# ---- mem_arbiter ----
### The clock network, mem_arbiter

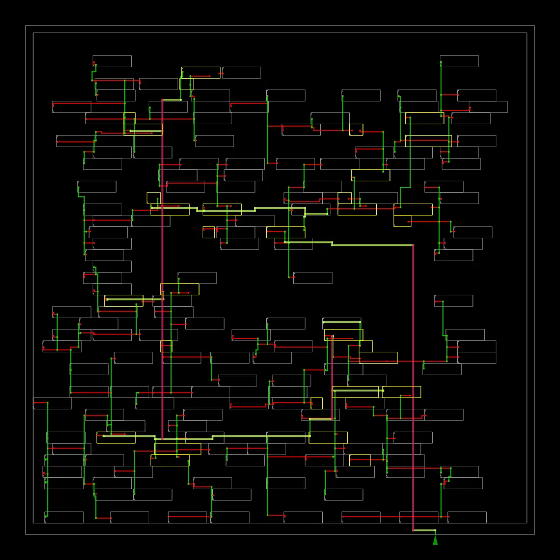

File: src/rtl/mem_arbiter_pkg.sv
// Shared encodings for the fetch/data memory arbiter: FSM states, bus direction
// codes and the grant bookkeeping used by the optional round-robin policy.
package mem_arbiter_pkg;

    typedef enum logic [1:0] {
        ARB_IDLE   = 2'd0,
        ARB_IF_BUS = 2'd1,
        ARB_DM_BUS = 2'd2
    } arb_state_e;

    // Same encoding as the rw output of mem_decoder.
    localparam logic MEM_READ  = 1'b0;
    localparam logic MEM_WRITE = 1'b1;

    typedef enum logic {
        GRANT_IF = 1'b0,
        GRANT_DM = 1'b1
    } grant_e;

    function automatic logic rr_pick_dm(input logic if_elig, input logic dm_elig,
                                        input grant_e last_grant);
        return dm_elig && (!if_elig || last_grant == GRANT_IF);
    endfunction

endpackage

File: src/rtl/mem_arbiter_timer.sv
// Timeout counter for a granted bus transaction: cleared at grant, counts while
// enabled, flags expiry on the cycle the count reaches TIMEOUT_CYCLES (0 = never).
module mem_arb_timer #(
    parameter int unsigned TIMEOUT_CYCLES = 255
) (
    input  logic clock,
    input  logic reset,
    input  logic clear,
    input  logic enable,
    output logic expired
);

    localparam int unsigned CW = (TIMEOUT_CYCLES > 255) ? $clog2(TIMEOUT_CYCLES + 1) : 8;

    logic [CW-1:0] count_q;
    logic [CW-1:0] count_d;

    always_comb begin
        count_d = count_q;
        if (clear) begin
            count_d = '0;
        end else if (enable && !expired) begin
            count_d = count_q + 1'b1;
        end
    end

    always_ff @(posedge clock or posedge reset) begin
        if (reset) begin
            count_q <= '0;
        end else begin
            count_q <= count_d;
        end
    end

    // count_q holds the cycles already spent, so the current cycle is the last allowed one.
    generate
        if (TIMEOUT_CYCLES == 0) begin : g_no_timeout
            assign expired = 1'b0;
        end else begin : g_timeout
            localparam logic [CW-1:0] LAST = CW'(TIMEOUT_CYCLES - 1);
            assign expired = enable && (count_q == LAST);
        end
    endgenerate

endmodule

File: src/rtl/mem_arbiter.sv
// Arbitrates the fetch and data requesters onto one memory port, one transaction
// at a time. Define MEM_ARB_RR_EN for round-robin; otherwise data always wins.
module mem_arbiter
    import mem_arbiter_pkg::*;
#(
    parameter int unsigned TIMEOUT_CYCLES = 255
) (
    input  logic        clock,
    input  logic        reset,
    input  logic        if_req,
    input  logic [31:0] if_addr,
    output logic [31:0] if_rdata,
    output logic        if_ack,
    output logic        if_err,
    input  logic        dm_req,
    input  logic        dm_rw,
    input  logic [31:0] dm_addr,
    input  logic [31:0] dm_wdata,
    input  logic [3:0]  dm_wstrb,
    output logic [31:0] dm_rdata,
    output logic        dm_ack,
    output logic        dm_err,
    output logic        bus_req,
    output logic        bus_rw,
    output logic [31:0] bus_addr,
    output logic [31:0] bus_wdata,
    output logic [3:0]  bus_wstrb,
    input  logic [31:0] bus_rdata,
    input  logic        bus_ack,
    output logic        busy
);

    arb_state_e  state_q, state_d;
    logic        bus_rw_q, bus_rw_d;
    logic [31:0] bus_addr_q, bus_addr_d;
    logic [31:0] bus_wdata_q, bus_wdata_d;
    logic [3:0]  bus_wstrb_q, bus_wstrb_d;
    logic        if_ack_q, if_ack_d;
    logic        if_err_q, if_err_d;
    logic [31:0] if_rdata_q, if_rdata_d;
    logic        dm_ack_q, dm_ack_d;
    logic        dm_err_q, dm_err_d;
    logic [31:0] dm_rdata_q, dm_rdata_d;
`ifdef MEM_ARB_RR_EN
    grant_e      last_grant_q, last_grant_d;
`endif

    logic if_elig;
    logic dm_elig;
    logic grant_dm;
    logic timer_clear;
    logic timer_expired;

    // A side still acknowledging this cycle may have its req high; skip it.
    assign if_elig = if_req && !if_ack_q;
    assign dm_elig = dm_req && !dm_ack_q;

`ifdef MEM_ARB_RR_EN
    assign grant_dm = rr_pick_dm(if_elig, dm_elig, last_grant_q);
`else
    assign grant_dm = dm_elig;
`endif

    mem_arb_timer #(
        .TIMEOUT_CYCLES(TIMEOUT_CYCLES)
    ) u_timer (
        .clock   (clock),
        .reset   (reset),
        .clear   (timer_clear),
        .enable  (state_q != ARB_IDLE),
        .expired (timer_expired)
    );

    always_comb begin
        state_d     = state_q;
        bus_rw_d    = bus_rw_q;
        bus_addr_d  = bus_addr_q;
        bus_wdata_d = bus_wdata_q;
        bus_wstrb_d = bus_wstrb_q;
        if_ack_d    = 1'b0;
        if_err_d    = 1'b0;
        if_rdata_d  = '0;
        dm_ack_d    = 1'b0;
        dm_err_d    = 1'b0;
        dm_rdata_d  = '0;
        timer_clear = 1'b0;
`ifdef MEM_ARB_RR_EN
        last_grant_d = last_grant_q;
`endif
        case (state_q)
            ARB_IDLE: begin
                if (if_elig || dm_elig) begin
                    timer_clear = 1'b1;
                    if (grant_dm) begin
                        state_d     = ARB_DM_BUS;
                        bus_rw_d    = dm_rw;
                        bus_addr_d  = dm_addr;
                        bus_wdata_d = dm_wdata;
                        bus_wstrb_d = (dm_rw == MEM_WRITE) ? dm_wstrb : 4'h0;
`ifdef MEM_ARB_RR_EN
                        last_grant_d = GRANT_DM;
`endif
                    end else begin
                        state_d     = ARB_IF_BUS;
                        bus_rw_d    = MEM_READ;
                        bus_addr_d  = if_addr;
                        bus_wdata_d = '0;
                        bus_wstrb_d = 4'h0;
`ifdef MEM_ARB_RR_EN
                        last_grant_d = GRANT_IF;
`endif
                    end
                end
            end
            // An ack on the final allowed cycle beats the timeout.
            ARB_IF_BUS: begin
                if (bus_ack) begin
                    state_d    = ARB_IDLE;
                    if_ack_d   = 1'b1;
                    if_rdata_d = bus_rdata;
                end else if (timer_expired) begin
                    state_d  = ARB_IDLE;
                    if_ack_d = 1'b1;
                    if_err_d = 1'b1;
                end
            end
            ARB_DM_BUS: begin
                if (bus_ack) begin
                    state_d    = ARB_IDLE;
                    dm_ack_d   = 1'b1;
                    dm_rdata_d = (bus_rw_q == MEM_WRITE) ? 32'h0 : bus_rdata;
                end else if (timer_expired) begin
                    state_d  = ARB_IDLE;
                    dm_ack_d = 1'b1;
                    dm_err_d = 1'b1;
                end
            end
            default: begin
                state_d = ARB_IDLE;
            end
        endcase
    end

    always_ff @(posedge clock or posedge reset) begin
        if (reset) begin
            state_q     <= ARB_IDLE;
            bus_rw_q    <= 1'b0;
            bus_addr_q  <= '0;
            bus_wdata_q <= '0;
            bus_wstrb_q <= '0;
            if_ack_q    <= 1'b0;
            if_err_q    <= 1'b0;
            if_rdata_q  <= '0;
            dm_ack_q    <= 1'b0;
            dm_err_q    <= 1'b0;
            dm_rdata_q  <= '0;
`ifdef MEM_ARB_RR_EN
            last_grant_q <= GRANT_IF;
`endif
        end else begin
            state_q     <= state_d;
            bus_rw_q    <= bus_rw_d;
            bus_addr_q  <= bus_addr_d;
            bus_wdata_q <= bus_wdata_d;
            bus_wstrb_q <= bus_wstrb_d;
            if_ack_q    <= if_ack_d;
            if_err_q    <= if_err_d;
            if_rdata_q  <= if_rdata_d;
            dm_ack_q    <= dm_ack_d;
            dm_err_q    <= dm_err_d;
            dm_rdata_q  <= dm_rdata_d;
`ifdef MEM_ARB_RR_EN
            last_grant_q <= last_grant_d;
`endif
        end
    end

    assign bus_req   = (state_q != ARB_IDLE);
    assign busy      = (state_q != ARB_IDLE);
    assign bus_rw    = bus_rw_q;
    assign bus_addr  = bus_addr_q;
    assign bus_wdata = bus_wdata_q;
    assign bus_wstrb = bus_wstrb_q;
    assign if_ack    = if_ack_q;
    assign if_err    = if_err_q;
    assign if_rdata  = if_rdata_q;
    assign dm_ack    = dm_ack_q;
    assign dm_err    = dm_err_q;
    assign dm_rdata  = dm_rdata_q;

endmodule
File: config.mk
export PLATFORM = sky130hd
export DESIGN_NAME = mem_arbiter
export DESIGN_NICKNAME = d
export VERILOG_FILES = /design/src/rtl/mem_arbiter_pkg.sv /design/src/rtl/mem_arbiter_timer.sv /design/src/rtl/mem_arbiter.sv
export SDC_FILE = /design/constraint.sdc
export NUM_CORES = 1
export LEC_CHECK = 0
export ABC_AREA = 0
export CORE_MARGIN = 1.5
export CORE_UTILIZATION = 40
export DETAILED_ROUTE_END_ITERATION = 16
export PLACE_DENSITY = 0.8
export SLEW_MARGIN = 5
export SYNTH_ARGS = -nofsm -noshare
export SYNTH_HDL_FRONTEND = slang
export SYNTH_SLANG_ARGS = --single-unit
File: constraint.sdc
create_clock -name clock -period 6.61 [get_ports clock]
set_clock_uncertainty 0.15 [all_clocks]
set_input_delay 1.322 -clock clock [delete_from_list [all_inputs] [get_ports clock]]
set_output_delay 1.322 -clock clock [all_outputs]
set_load 0.01 [all_outputs]
# ---- alu_seq_ctrl_flat ----
## src/rtl/alu_seq_ctrl_pkg.sv

```systemverilog
// Shared types and constants for the ALU sequencer: state encoding, ALU opcodes
// and the multiply step-counter width.
package alu_seq_pkg;

  localparam int unsigned DataW = 16;
  localparam int unsigned StepW = $clog2(DataW);

  localparam logic [3:0] OP_AND = 4'b0000;
  localparam logic [3:0] OP_OR  = 4'b0001;
  localparam logic [3:0] OP_ADD = 4'b0010;
  localparam logic [3:0] OP_SUB = 4'b0110;
  localparam logic [3:0] OP_SLT = 4'b0111;
  localparam logic [3:0] OP_MUL = 4'b1000;

  typedef enum logic [1:0] {
    StIdle,
    StSingle,
    StMulStep,
    StDone
  } state_e;

endpackage

```

## src/rtl/alu_seq_ctrl_if.sv

```systemverilog
// Command and response handshake bundle between a requester (master) and the
// ALU sequencer (slave).
interface alu_seq_ctrl_if #(
  parameter int unsigned WIDTH = 16
) ();

  logic             cmd_valid;
  logic             cmd_ready;
  logic [3:0]       cmd_op;
  logic [WIDTH-1:0] cmd_a;
  logic [WIDTH-1:0] cmd_b;

  logic             res_valid;
  logic             res_ready;
  logic [WIDTH-1:0] res_lo;
  logic [WIDTH-1:0] res_hi;
  logic             res_cout;
  logic             res_v;
  logic             res_lt;
  logic             res_eq;
  logic             res_gt;

  modport master (
    output cmd_valid, cmd_op, cmd_a, cmd_b, res_ready,
    input  cmd_ready, res_valid, res_lo, res_hi, res_cout, res_v, res_lt, res_eq, res_gt
  );

  modport slave (
    input  cmd_valid, cmd_op, cmd_a, cmd_b, res_ready,
    output cmd_ready, res_valid, res_lo, res_hi, res_cout, res_v, res_lt, res_eq, res_gt
  );

endinterface

```

## src/rtl/alu_seq_ctrl.sv

```systemverilog
// Sequencer driving the shared external ALU: single-pass ops or a shift-add multiply.
// Optional busy-cycle counter enabled by defining ALU_SEQ_BUSY_CNT_EN.
module alu_seq_ctrl
  import alu_seq_pkg::*;
#(
  parameter int unsigned WIDTH  = DataW,
  parameter logic [3:0]  MUL_OP = OP_MUL
) (
  input  logic             clk,
  input  logic             rst,
  alu_seq_ctrl_if.slave    bus,
  output logic [WIDTH-1:0] alu_x,
  output logic [WIDTH-1:0] alu_y,
  output logic             alu_cin,
  output logic [3:0]       alu_op,
`ifdef ALU_SEQ_BUSY_CNT_EN
  output logic [31:0]      busy_cycles,
`endif
  input  logic [WIDTH-1:0] alu_out,
  input  logic             alu_cout,
  input  logic             alu_v,
  input  logic             alu_lt,
  input  logic             alu_eq,
  input  logic             alu_gt
);

  state_e             state_q, state_d;
  logic [StepW-1:0]   step_q, step_d;
  logic [WIDTH-1:0]   hi_q, hi_d;
  logic [WIDTH-1:0]   lo_q, lo_d;
  logic [WIDTH-1:0]   mcand_q, mcand_d;
  logic [3:0]         op_q, op_d;
  logic [WIDTH-1:0]   res_lo_q, res_lo_d;
  logic [WIDTH-1:0]   res_hi_q, res_hi_d;
  // Flag order: {cout, v, lt, eq, gt}
  logic [4:0]         flags_q, flags_d;
  logic [2*WIDTH-1:0] shifted;

  // The 33-bit {cout, sum, lo} shifted right by one keeps the add's carry.
  assign shifted = {alu_cout, alu_out, lo_q[WIDTH-1:1]};

  always_comb begin
    state_d  = state_q;
    step_d   = step_q;
    hi_d     = hi_q;
    lo_d     = lo_q;
    mcand_d  = mcand_q;
    op_d     = op_q;
    res_lo_d = res_lo_q;
    res_hi_d = res_hi_q;
    flags_d  = flags_q;
    alu_x    = '0;
    alu_y    = '0;
    alu_cin  = 1'b0;
    alu_op   = 4'b0000;

    case (state_q)
      StIdle: begin
        if (bus.cmd_valid) begin
          mcand_d = bus.cmd_a;
          lo_d    = bus.cmd_b;
          op_d    = bus.cmd_op;
          hi_d    = '0;
          step_d  = '0;
          state_d = (bus.cmd_op == MUL_OP) ? StMulStep : StSingle;
        end
      end

      StSingle: begin
        // Operand A rides in mcand_q and operand B in lo_q.
        alu_x    = mcand_q;
        alu_y    = lo_q;
        alu_op   = op_q;
        res_lo_d = alu_out;
        res_hi_d = '0;
        flags_d  = {alu_cout, alu_v, alu_lt, alu_eq, alu_gt};
        state_d  = StDone;
      end

      StMulStep: begin
        alu_op = OP_ADD;
        alu_x  = hi_q;
        alu_y  = lo_q[0] ? mcand_q : '0;
        {hi_d, lo_d} = shifted;
        step_d = step_q + 1'b1;
        if (step_q == StepW'(WIDTH - 1)) begin
          res_hi_d = shifted[2*WIDTH-1:WIDTH];
          res_lo_d = shifted[WIDTH-1:0];
          flags_d  = '0;
          state_d  = StDone;
        end
      end

      StDone: begin
        if (bus.res_ready) begin
          state_d = StIdle;
        end
      end

      default: state_d = StIdle;
    endcase
  end

  always_ff @(posedge clk or posedge rst) begin
    if (rst) begin
      state_q  <= StIdle;
      step_q   <= '0;
      hi_q     <= '0;
      lo_q     <= '0;
      mcand_q  <= '0;
      op_q     <= '0;
      res_lo_q <= '0;
      res_hi_q <= '0;
      flags_q  <= '0;
    end else begin
      state_q  <= state_d;
      step_q   <= step_d;
      hi_q     <= hi_d;
      lo_q     <= lo_d;
      mcand_q  <= mcand_d;
      op_q     <= op_d;
      res_lo_q <= res_lo_d;
      res_hi_q <= res_hi_d;
      flags_q  <= flags_d;
    end
  end

  assign bus.cmd_ready = (state_q == StIdle);
  assign bus.res_valid = (state_q == StDone);
  assign bus.res_lo    = res_lo_q;
  assign bus.res_hi    = res_hi_q;
  assign bus.res_cout  = flags_q[4];
  assign bus.res_v     = flags_q[3];
  assign bus.res_lt    = flags_q[2];
  assign bus.res_eq    = flags_q[1];
  assign bus.res_gt    = flags_q[0];

`ifdef ALU_SEQ_BUSY_CNT_EN
  logic [31:0] busy_q;

  always_ff @(posedge clk or posedge rst) begin
    if (rst) begin
      busy_q <= '0;
    end else if (state_q != StIdle && busy_q != 32'hFFFF_FFFF) begin
      busy_q <= busy_q + 32'd1;
    end
  end

  assign busy_cycles = busy_q;
`endif

endmodule

```

## src/flat_wrapper.sv

```systemverilog
// flat-port wrapper written by rule: the top's interface ports become plain ports
module alu_seq_ctrl_flat import alu_seq_pkg::*;
#(
  parameter int unsigned WIDTH  = DataW,
  parameter logic [3:0]  MUL_OP = OP_MUL
)
  (clk, rst, alu_x, alu_y, alu_cin, alu_op, alu_out, alu_cout, alu_v, alu_lt, alu_eq, alu_gt, bus_cmd_valid, bus_cmd_op, bus_cmd_a, bus_cmd_b, bus_res_ready, bus_cmd_ready, bus_res_valid, bus_res_lo, bus_res_hi, bus_res_cout, bus_res_v, bus_res_lt, bus_res_eq, bus_res_gt);
  alu_seq_ctrl_if #(.WIDTH(WIDTH)) bus_i ();
  input  logic clk;
  input  logic rst;
  output logic [WIDTH-1:0] alu_x;
  output logic [WIDTH-1:0] alu_y;
  output logic alu_cin;
  output logic [3:0] alu_op;
  input  logic [WIDTH-1:0] alu_out;
  input  logic alu_cout;
  input  logic alu_v;
  input  logic alu_lt;
  input  logic alu_eq;
  input  logic alu_gt;
  input wire logic [$bits(bus_i.cmd_valid)-1:0] bus_cmd_valid;
  input wire logic [$bits(bus_i.cmd_op)-1:0] bus_cmd_op;
  input wire logic [$bits(bus_i.cmd_a)-1:0] bus_cmd_a;
  input wire logic [$bits(bus_i.cmd_b)-1:0] bus_cmd_b;
  input wire logic [$bits(bus_i.res_ready)-1:0] bus_res_ready;
  output wire logic [$bits(bus_i.cmd_ready)-1:0] bus_cmd_ready;
  output wire logic [$bits(bus_i.res_valid)-1:0] bus_res_valid;
  output wire logic [$bits(bus_i.res_lo)-1:0] bus_res_lo;
  output wire logic [$bits(bus_i.res_hi)-1:0] bus_res_hi;
  output wire logic [$bits(bus_i.res_cout)-1:0] bus_res_cout;
  output wire logic [$bits(bus_i.res_v)-1:0] bus_res_v;
  output wire logic [$bits(bus_i.res_lt)-1:0] bus_res_lt;
  output wire logic [$bits(bus_i.res_eq)-1:0] bus_res_eq;
  output wire logic [$bits(bus_i.res_gt)-1:0] bus_res_gt;
  assign bus_i.cmd_valid = bus_cmd_valid;
  assign bus_i.cmd_op = bus_cmd_op;
  assign bus_i.cmd_a = bus_cmd_a;
  assign bus_i.cmd_b = bus_cmd_b;
  assign bus_i.res_ready = bus_res_ready;
  assign bus_cmd_ready = bus_i.cmd_ready;
  assign bus_res_valid = bus_i.res_valid;
  assign bus_res_lo = bus_i.res_lo;
  assign bus_res_hi = bus_i.res_hi;
  assign bus_res_cout = bus_i.res_cout;
  assign bus_res_v = bus_i.res_v;
  assign bus_res_lt = bus_i.res_lt;
  assign bus_res_eq = bus_i.res_eq;
  assign bus_res_gt = bus_i.res_gt;
  alu_seq_ctrl #(.WIDTH(WIDTH), .MUL_OP(MUL_OP)) u_core (.clk(clk), .rst(rst), .bus(bus_i), .alu_x(alu_x), .alu_y(alu_y), .alu_cin(alu_cin), .alu_op(alu_op), .alu_out(alu_out), .alu_cout(alu_cout), .alu_v(alu_v), .alu_lt(alu_lt), .alu_eq(alu_eq), .alu_gt(alu_gt));
endmodule
```

## config.mk

```make
export PLATFORM = sky130hd
export DESIGN_NAME = alu_seq_ctrl_flat
export DESIGN_NICKNAME = d
export VERILOG_FILES = /design/src/rtl/alu_seq_ctrl_pkg.sv /design/src/rtl/alu_seq_ctrl_if.sv /design/src/rtl/alu_seq_ctrl.sv /design/src/flat_wrapper.sv
export SDC_FILE = /design/constraint.sdc
export NUM_CORES = 1
export LEC_CHECK = 0
export ABC_AREA = 1
export CAP_MARGIN = 15
export CORE_MARGIN = 5
export CORE_UTILIZATION = 51
export CTS_BUF_LIST = sky130_fd_sc_hd__clkbuf_4 sky130_fd_sc_hd__clkbuf_8 sky130_fd_sc_hd__clkbuf_16
export DETAILED_ROUTE_END_ITERATION = 8
export PLACE_DENSITY = 0.95
export SLEW_MARGIN = 20
export SYNTH_ARGS = -nofsm -noshare
export SYNTH_HDL_FRONTEND = slang
export SYNTH_SLANG_ARGS = --single-unit
```

## constraint.sdc

```tcl
create_clock -name clk -period 8.1 [get_ports clk]
set_input_delay 1.62 -clock clk [delete_from_list [all_inputs] [get_ports clk]]
set_output_delay 1.62 -clock clk [all_outputs]
set_load 0.01 [all_outputs]
```

# ---- decod_mem_seq_flat ----
**src/rtl/decod_mem_seq_if.sv**
```systemverilog
// rtl/decod_mem_seq_if.sv - req/ack access bus between control unit and word decoder
//
// Purpose: bundles the request side (req, we, addr) driven by the control
// unit and the select/strobe/ack side driven by the sequenced decoder.
//
// Signals:
//   req        access request, sampled by the decoder only while idle
//   we         1 = write, 0 = read, captured with req
//   addr       word address, captured with req
//   sel        registered one-hot word select (or all zero)
//   wr_strobe  write pulse to the selected word
//   rd_strobe  read-enable pulse to the selected word
//   ack        one-cycle transaction-complete pulse
//   err        out-of-range flag, meaningful only while ack is high
//   busy       decoder is inside a transaction
//
// Modports:
//   master  control-unit side (drives req/we/addr)
//   slave   decoder side (drives sel/strobes/ack/err/busy)

interface decod_mem_seq_if #(
    parameter int ADDR_W    = 4,
    parameter int NUM_WORDS = 16
);
    logic                 req;
    logic                 we;
    logic [ADDR_W-1:0]    addr;
    logic [NUM_WORDS-1:0] sel;
    logic                 wr_strobe;
    logic                 rd_strobe;
    logic                 ack;
    logic                 err;
    logic                 busy;

    modport master (
        output req, we, addr,
        input  sel, wr_strobe, rd_strobe, ack, err, busy
    );

    modport slave (
        input  req, we, addr,
        output sel, wr_strobe, rd_strobe, ack, err, busy
    );
endinterface

```
**src/rtl/decod_mem_seq.sv**
```systemverilog
// rtl/decod_mem_seq.sv - sequenced address decoder with timed read/write strobes
//
// Purpose: decodes an ADDR_W-bit word address into a registered one-hot
// select over NUM_WORDS lines and wraps every access in a req/ack
// transaction: one cycle of address setup, a read or write strobe lasting
// PULSE_LEN cycles, then a one-cycle ack. Addresses at or above NUM_WORDS
// are answered immediately with ack+err and never drive a select line.
//
// Parameters:
//   ADDR_W     address width in bits (1..8)
//   NUM_WORDS  implemented words / select lines (1..2**ADDR_W)
//   PULSE_LEN  strobe width in clock cycles (1..15)
//
// Ports:
//   clk    system clock, rising edge
//   rst_n  asynchronous active-low reset
//   bus    decod_mem_seq_if.slave: req/we/addr in; sel, wr_strobe,
//          rd_strobe, ack, err, busy out (all registered)

module decod_mem_seq #(
    parameter int ADDR_W    = 4,
    parameter int NUM_WORDS = 16,
    parameter int PULSE_LEN = 1
) (
    input  logic            clk,
    input  logic            rst_n,
    decod_mem_seq_if.slave  bus
);

    typedef enum logic [2:0] {
        IDLE     = 3'd0,
        SETUP    = 3'd1,
        STROBE   = 3'd2,
        DONE     = 3'd3,
        DONE_ERR = 3'd4
    } state_t;

    localparam int unsigned NW_U      = NUM_WORDS;
    localparam logic [3:0]  CNT_LOAD  = 4'(PULSE_LEN - 1);

    state_t               state_q, state_d;
    logic [3:0]           cnt_q, cnt_d;
    logic                 we_q, we_d;
    logic [NUM_WORDS-1:0] sel_q, sel_d;
    logic                 wr_q, wr_d;
    logic                 rd_q, rd_d;
    logic                 ack_q, ack_d;
    logic                 err_q, err_d;
    logic                 busy_q, busy_d;
    logic                 in_range;

    // Zero-extend the address to 32 bits so the range test is a plain
    // unsigned compare regardless of ADDR_W.
    assign in_range = ({{(32-ADDR_W){1'b0}}, bus.addr} < NW_U);

    always_ff @(posedge clk or negedge rst_n) begin
        if (!rst_n) begin
            state_q <= IDLE;
            cnt_q   <= 4'd0;
            we_q    <= 1'b0;
            sel_q   <= '0;
            wr_q    <= 1'b0;
            rd_q    <= 1'b0;
            ack_q   <= 1'b0;
            err_q   <= 1'b0;
            busy_q  <= 1'b0;
        end else begin
            state_q <= state_d;
            cnt_q   <= cnt_d;
            we_q    <= we_d;
            sel_q   <= sel_d;
            wr_q    <= wr_d;
            rd_q    <= rd_d;
            ack_q   <= ack_d;
            err_q   <= err_d;
            busy_q  <= busy_d;
        end
    end

    always_comb begin
        state_d = state_q;
        cnt_d   = cnt_q;
        we_d    = we_q;
        sel_d   = sel_q;
        wr_d    = 1'b0;
        rd_d    = 1'b0;
        ack_d   = 1'b0;
        err_d   = 1'b0;

        unique case (state_q)
            IDLE: begin
                sel_d = '0;
                if (bus.req) begin
                    if (in_range) begin
                        for (int i = 0; i < NUM_WORDS; i++) begin
                            sel_d[i] = (bus.addr == ADDR_W'(i));
                        end
                        we_d    = bus.we;
                        state_d = SETUP;
                    end else begin
                        // Out of range: answer at once, no select, no strobe.
                        ack_d   = 1'b1;
                        err_d   = 1'b1;
                        state_d = DONE_ERR;
                    end
                end
            end

            SETUP: begin
                cnt_d   = CNT_LOAD;
                wr_d    = we_q;
                rd_d    = ~we_q;
                state_d = STROBE;
            end

            STROBE: begin
                // Counter holds the number of strobe cycles still to come
                // after the current one; at zero the strobe ends here.
                if (cnt_q == 4'd0) begin
                    ack_d   = 1'b1;
                    state_d = DONE;
                end else begin
                    cnt_d = cnt_q - 4'd1;
                    wr_d  = wr_q;
                    rd_d  = rd_q;
                end
            end

            DONE: begin
                sel_d   = '0;
                state_d = IDLE;
            end

            DONE_ERR: begin
                sel_d   = '0;
                state_d = IDLE;
            end

            default: begin
                sel_d   = '0;
                state_d = IDLE;
            end
        endcase

        // busy is registered alongside the state so it is low exactly in IDLE.
        busy_d = (state_d != IDLE);
    end

    assign bus.sel       = sel_q;
    assign bus.wr_strobe = wr_q;
    assign bus.rd_strobe = rd_q;
    assign bus.ack       = ack_q;
    assign bus.err       = err_q;
    assign bus.busy      = busy_q;

endmodule

```
**src/flat_wrapper.sv**
```systemverilog
// flat-port wrapper written by rule: the top's interface ports become plain ports
module decod_mem_seq_flat 
#(
    parameter int ADDR_W    = 4,
    parameter int NUM_WORDS = 16,
    parameter int PULSE_LEN = 1
)
  (clk, rst_n, bus_req, bus_we, bus_addr, bus_sel, bus_wr_strobe, bus_rd_strobe, bus_ack, bus_err, bus_busy);
  decod_mem_seq_if #(.ADDR_W(ADDR_W), .NUM_WORDS(NUM_WORDS)) bus_i ();
  input  logic clk;
  input  logic rst_n;
  input wire logic [$bits(bus_i.req)-1:0] bus_req;
  input wire logic [$bits(bus_i.we)-1:0] bus_we;
  input wire logic [$bits(bus_i.addr)-1:0] bus_addr;
  output wire logic [$bits(bus_i.sel)-1:0] bus_sel;
  output wire logic [$bits(bus_i.wr_strobe)-1:0] bus_wr_strobe;
  output wire logic [$bits(bus_i.rd_strobe)-1:0] bus_rd_strobe;
  output wire logic [$bits(bus_i.ack)-1:0] bus_ack;
  output wire logic [$bits(bus_i.err)-1:0] bus_err;
  output wire logic [$bits(bus_i.busy)-1:0] bus_busy;
  assign bus_i.req = bus_req;
  assign bus_i.we = bus_we;
  assign bus_i.addr = bus_addr;
  assign bus_sel = bus_i.sel;
  assign bus_wr_strobe = bus_i.wr_strobe;
  assign bus_rd_strobe = bus_i.rd_strobe;
  assign bus_ack = bus_i.ack;
  assign bus_err = bus_i.err;
  assign bus_busy = bus_i.busy;
  decod_mem_seq #(.ADDR_W(ADDR_W), .NUM_WORDS(NUM_WORDS), .PULSE_LEN(PULSE_LEN)) u_core (.clk(clk), .rst_n(rst_n), .bus(bus_i));
endmodule
```
**config.mk**
```make
export PLATFORM = sky130hd
export DESIGN_NAME = decod_mem_seq_flat
export DESIGN_NICKNAME = d
export VERILOG_FILES = /design/src/rtl/decod_mem_seq_if.sv /design/src/rtl/decod_mem_seq.sv /design/src/flat_wrapper.sv
export SDC_FILE = /design/constraint.sdc
export NUM_CORES = 1
export LEC_CHECK = 0
export CAP_MARGIN = 20
export CORE_ASPECT_RATIO = 1.4
export CORE_UTILIZATION = 35
export CTS_BUF_LIST = sky130_fd_sc_hd__clkbuf_4
export DETAILED_ROUTE_END_ITERATION = 10
export MAX_ROUTING_LAYER = met4
export PLACE_DENSITY_LB_ADDON = 0.15
export SLEW_MARGIN = 10
export SYNTH_ARGS = -nofsm -noshare
export SYNTH_HDL_FRONTEND = slang
export SYNTH_SLANG_ARGS = --single-unit
```
**constraint.sdc**
```tcl
create_clock -name clk -period 1.8 [get_ports clk]
set_clock_uncertainty 0.15 [all_clocks]
set_input_delay 0.27 -clock clk [delete_from_list [all_inputs] [get_ports clk]]
set_output_delay 0.27 -clock clk [all_outputs]
set_load 0.01 [all_outputs]
```
# ---- wb_regfile ----
`config.mk`:
```
export PLATFORM = sky130hd
export DESIGN_NAME = wb_regfile
export DESIGN_NICKNAME = d
export VERILOG_FILES = /design/src/rtl/wb_regfile.sv
export SDC_FILE = /design/constraint.sdc
export NUM_CORES = 2
export LEC_CHECK = 0
export CELL_PAD_IN_SITES_DETAIL_PLACEMENT = 1
export CELL_PAD_IN_SITES_GLOBAL_PLACEMENT = 1
export CORE_UTILIZATION = 50
export CTS_CLUSTER_DIAMETER = 120
export DETAILED_ROUTE_END_ITERATION = 12
export PLACE_DENSITY = 0.86
export SKIP_CTS_REPAIR_TIMING = 1
export SLEW_MARGIN = 15
export SYNTH_ARGS = -nofsm -noshare
export SYNTH_HDL_FRONTEND = slang
export SYNTH_SLANG_ARGS = --single-unit
```
`constraint.sdc`:
```
create_clock -name clk -period 5.55 [get_ports clk]
set_input_delay 0.555 -clock clk [delete_from_list [all_inputs] [get_ports clk]]
set_output_delay 0.555 -clock clk [all_outputs]
set_load 0.1 [all_outputs]
```
`src/rtl/wb_regfile.sv`:
```
// wb_regfile: write-back stage and architectural register file.
// Selects the write-back value (load data or ALU result), commits it to a
// 2^ADDR_W x DATA_W register file with r0 hardwired to zero, serves two
// asynchronous ID-stage read ports, exports the write-back value for
// forwarding and counts retired register writes.
// Optional feature: define WB_REGFILE_BYPASS_EN to make a read of the register
// being committed in the same cycle return the new value (write-through).
module wb_regfile #(
  parameter int DATA_W = 32,
  parameter int ADDR_W = 5
) (
  input  logic              clk,
  input  logic              rst,
  input  logic              RegWrite,
  input  logic              MemtoReg,
  input  logic [DATA_W-1:0] ReadData,
  input  logic [DATA_W-1:0] ALU_Result,
  input  logic [ADDR_W-1:0] Write_Destination,
  input  logic [ADDR_W-1:0] Read_Reg1,
  input  logic [ADDR_W-1:0] Read_Reg2,
  output logic [DATA_W-1:0] Read_Data1,
  output logic [DATA_W-1:0] Read_Data2,
  output logic [DATA_W-1:0] WB_Data,
  output logic              WB_Valid,
  output logic [31:0]       Retire_Count
);

  localparam int NREGS = 1 << ADDR_W;

  logic [DATA_W-1:0] regs [NREGS];
  logic              commit;

  // Write-back select and commit qualification (writes to r0 are discarded)
  always_comb begin
    WB_Data  = MemtoReg ? ReadData : ALU_Result;
    commit   = RegWrite && (Write_Destination != '0);
    WB_Valid = commit;
  end

  // Register array and retire counter; reset wins over a simultaneous commit
  always_ff @(posedge clk) begin
    if (rst) begin
      regs         <= '{default: '0};
      Retire_Count <= '0;
    end else if (commit) begin
      regs[Write_Destination] <= WB_Data;
      Retire_Count            <= Retire_Count + 32'd1;
    end
  end

  // Asynchronous read ports; r0 always reads zero
  always_comb begin
    Read_Data1 = regs[Read_Reg1];
    Read_Data2 = regs[Read_Reg2];
`ifdef WB_REGFILE_BYPASS_EN
    if (commit && (Read_Reg1 == Write_Destination)) Read_Data1 = WB_Data;
    if (commit && (Read_Reg2 == Write_Destination)) Read_Data2 = WB_Data;
`endif
    if (Read_Reg1 == '0) Read_Data1 = '0;
    if (Read_Reg2 == '0) Read_Data2 = '0;
  end

endmodule

```

==> screenshots <==
Cell area per tile.
shot_01.png
(3 px per micron) The die is cut into 12 by 12 equal tiles; black is low, pale yellow is high, 0 to 100% covered.
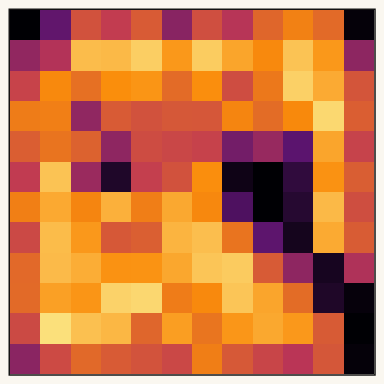
shot_02.png
(4 px per micron) The die is cut into 5 by 7 equal tiles; black is low, pale yellow is high, 0 to 100% covered.
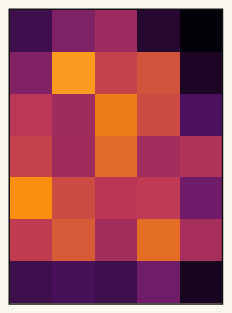
shot_03.png
(4 px per micron) The die is cut into 10 by 10 equal tiles; black is low, pale yellow is high, 0 to 100% covered.
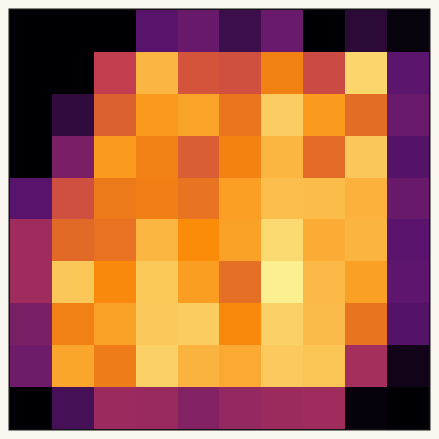
shot_04.png
(1 px per micron) The die is cut into 33 by 33 equal tiles; black is low, pale yellow is high, 0 to 100% covered.
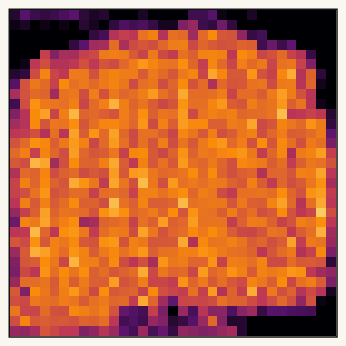
shot_02.png -> decod_mem_seq_flat
shot_03.png -> alu_seq_ctrl_flat
shot_01.png -> mem_arbiter
shot_04.png -> wb_regfile
- smallest die: shot_02.png
- lowest utilization: shot_02.png

### Placed cells, one color a class, wb_regfile

(1 px per micron)
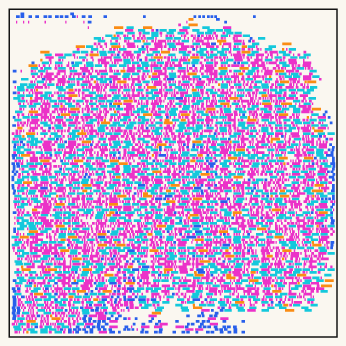
cyan -> flops  # cells 1,056, share of their area 37%
orange -> clock drivers and dummy loads  # cells 200, share of their area 6.2%
blue -> other buffers and delay cells  # cells 374, share of their area 6.1%
magenta -> all other logic  # cells 3,615, share of their area 51%

### Pin map, wb_regfile

(1 px per micron) Pins as bars across the die edge, other pins in gray.
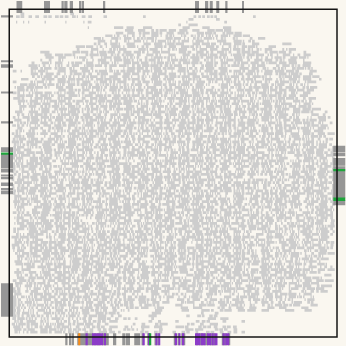
orange -> `RegWrite`  # pins 1, direction input, edge south
green -> `Read_Reg1`  # pins 5, direction input, edge 3 east, 1 west, 1 south
purple -> `ReadData`  # pins 32, direction input, edge south

==> reports/qor.yml, wb_regfile <==
drt:
  ant_nets: 0
  drtPass1Iterations: 8
  post_drt_wl_per_cell_microns: 32.4
  viasPerCell: 7.10
  vias: 47100
  wl_met3_microns: 21600
run_status:
  outcome: "complete, no violations"
synth:
  mux_share: 0.247
cts:
  cts_made_buffers: 111
  cts-root-buf: "clkbuf_16"
final_timing:
  maxSlewHeadroom: 0.138
  clock.fmax_mhz: 201
worst_setup_path:
  cp-end-kind: "primary output"
cells_and_area:
  seq_share: 0.355
  fin_area_sq_um: 59500
grt:
  antenna_found_initial: 14
  grt_busiest_layer: "met2"
die:
  die_h_microns: 326
worst_hold_path:
  hold_depth: 2
power:
  total_power_mw: 17.7
flow_run:
  tool_warnings: 40
### The clock network, alu_seq_ctrl_flat

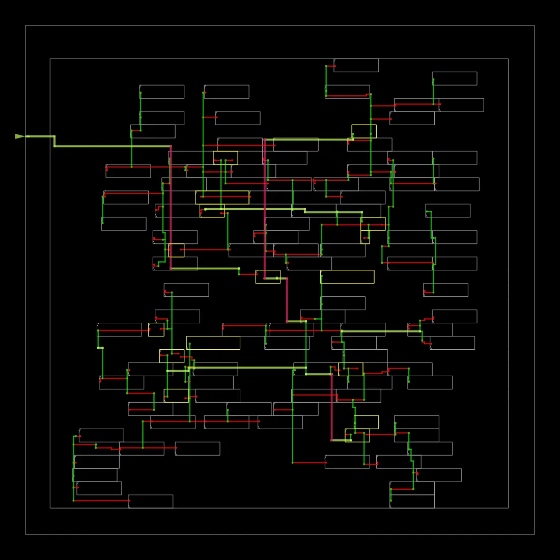
clock latency on the worst-skew pair: 0.37 ns
clk_skew: 0.0121 ns

### Pin map, alu_seq_ctrl_flat

(4 px per micron) Pins as bars across the die edge, other pins in gray.
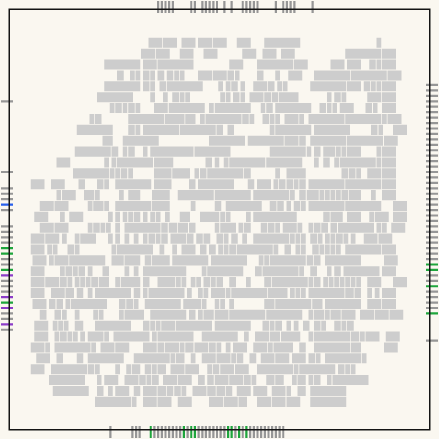
blue -> `bus_res_valid`  # pins 1, direction output, edge west
green -> `alu_x`  # pins 16, direction output, edge 8 south, 4 west, 4 east
purple -> `bus_cmd_op`  # pins 4, direction input, edge west
all pins by edge = 44 east, 41 south, 27 west, 25 north

==> reports/qor.yml, alu_seq_ctrl_flat <==
drt:
  post_drt_wl_per_cell_microns: 17.6
  viasPerCell: 5.58
  drt-total-wl_microns: 13700
worst_setup_path:
  reg2reg_to: "u_core.lo_q[6]"
run_status:
  outcome: "complete, no violations"
cells_and_area:
  area_delta_synth_final_pct: 33.4
  fin_cells: 779
synth:
  fp_nets: 622
  topCellsByArea: "dfrtp_1 52%, nand2_1 14%, o21ai_0 8.0%"
final_timing:
  fin_setup_tns_ns: 0
cts:
  cts-root-buf: "clkbuf_8"
die:
  taps: 108
grt:
  grt_pass1_wl_microns: 22300
  grt_busiest_layer: "met2"
power:
  leakage_nw: 2.75
### The clock network, decod_mem_seq_flat

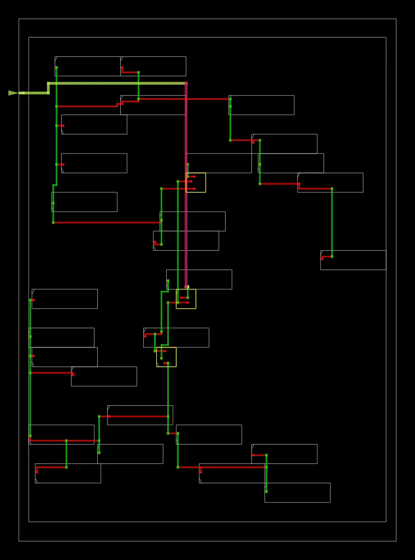
CTS sink cnt: 28
clock latency on the worst-skew pair: 0.32 ns
Clock Buffer Count: 3
number of buffers created by CTS: 3

### Placed cells, one color a class, decod_mem_seq_flat

(4 px per micron)
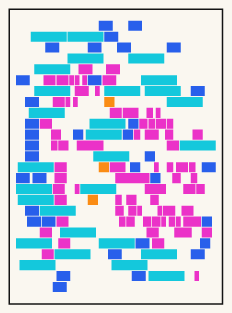
orange -> cells driving clock nets  # cells 3, share of their area 1.4%
blue -> other buffers and delay cells  # cells 35, share of their area 21%
magenta -> all other logic  # cells 73, share of their area 34%
cyan -> flops  # cells 28, share of their area 44%

==> reports/qor.yml, decod_mem_seq_flat <==
worst_setup_path:
  slowest_stage: "or3b_1"
  crit_fanout: 5
final_timing:
  fin_setup_tns_ns: 0
drt:
  drtPass1Iterations: 4
synth:
  synthCells: 106
  top_area_frac: 0.551
  ys_sh_simple: 0.190
cts:
  cts_max_level: 1
grt:
  grt_util_met1: 0.184
cells_and_area:
  n_all_inverters: 5
  flop_area_sq_um: 701
  final_nets: 151
  drive_gt1_frac: 0.137
flow_run:
  tool_warnings: 27
run_status:
  outcome: "complete, no violations"
### Routed metal, one color a layer, mem_arbiter

(2 px per micron)
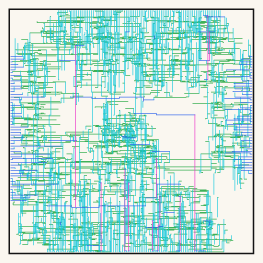
blue -> met3  # wire length 908 microns
green -> met1  # wire length 6,040 microns
magenta -> met4  # wire length 394 microns
cyan -> met2  # wire length 8,220 microns

Notes on 'The clock network' of mem_arbiter above:
Clock Buffer Count: 18
number of buffers created by CTS: 17
Clock net power: 0.990 mW
flip-flops: 147

==> reports/qor.yml, mem_arbiter <==
die:
  coreArea_sq_um: 13800
  floorplanUtilization: 0.407
  die_width_microns: 121
  taps: 180
cts:
  cts-root-buf: "clkbuf_16"
  cts_hold_buffers: 0
worst_setup_path:
  cp-end-kind: "primary output"
  timing.critical_path.buf_inv: 3
  required_ns: 5.14
cells_and_area:
  fin_area_sq_um: 9120
  fin_cells: 899
  seq_share: 0.403
  lay_top_cells: "276 x clkdlybuf4s50_1, 147 x dfrtp_1, 38 x nand2_1"
power:
  net-switching-power_mw: 1.09
  total_power_mw: 3.53
grt:
  grtUsageMet2: 0.375
placement:
  post-place-cells: 868
run_status:
  outcome: "complete, no violations"


==> screenshots <==
Routed metal, one color a layer.
picture 1
(3 px per micron)
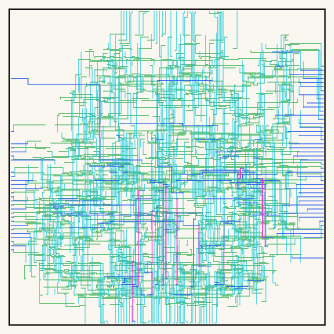
picture 2
(1 px per micron)
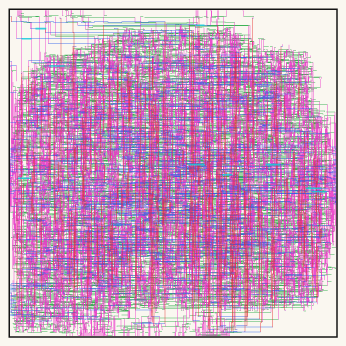
picture 3
(4 px per micron)
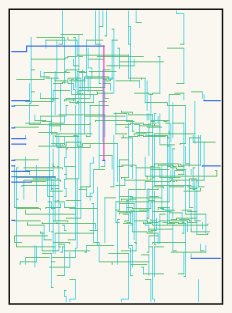
| from | picture |
|---|---|
| wb_regfile | picture 2 |
| alu_seq_ctrl_flat | picture 1 |
| decod_mem_seq_flat | picture 3 |
Of these, smallest die: picture 3
Of these, largest die: picture 2

Key to picture 3:
cyan -> met2  # wire length 1,450 microns
magenta -> met4  # wire length 28.6 microns
green -> met1  # wire length 1,170 microns
blue -> met3  # wire length 75.0 microns

No activity file was given, so power comes from the tool's default toggle rates.
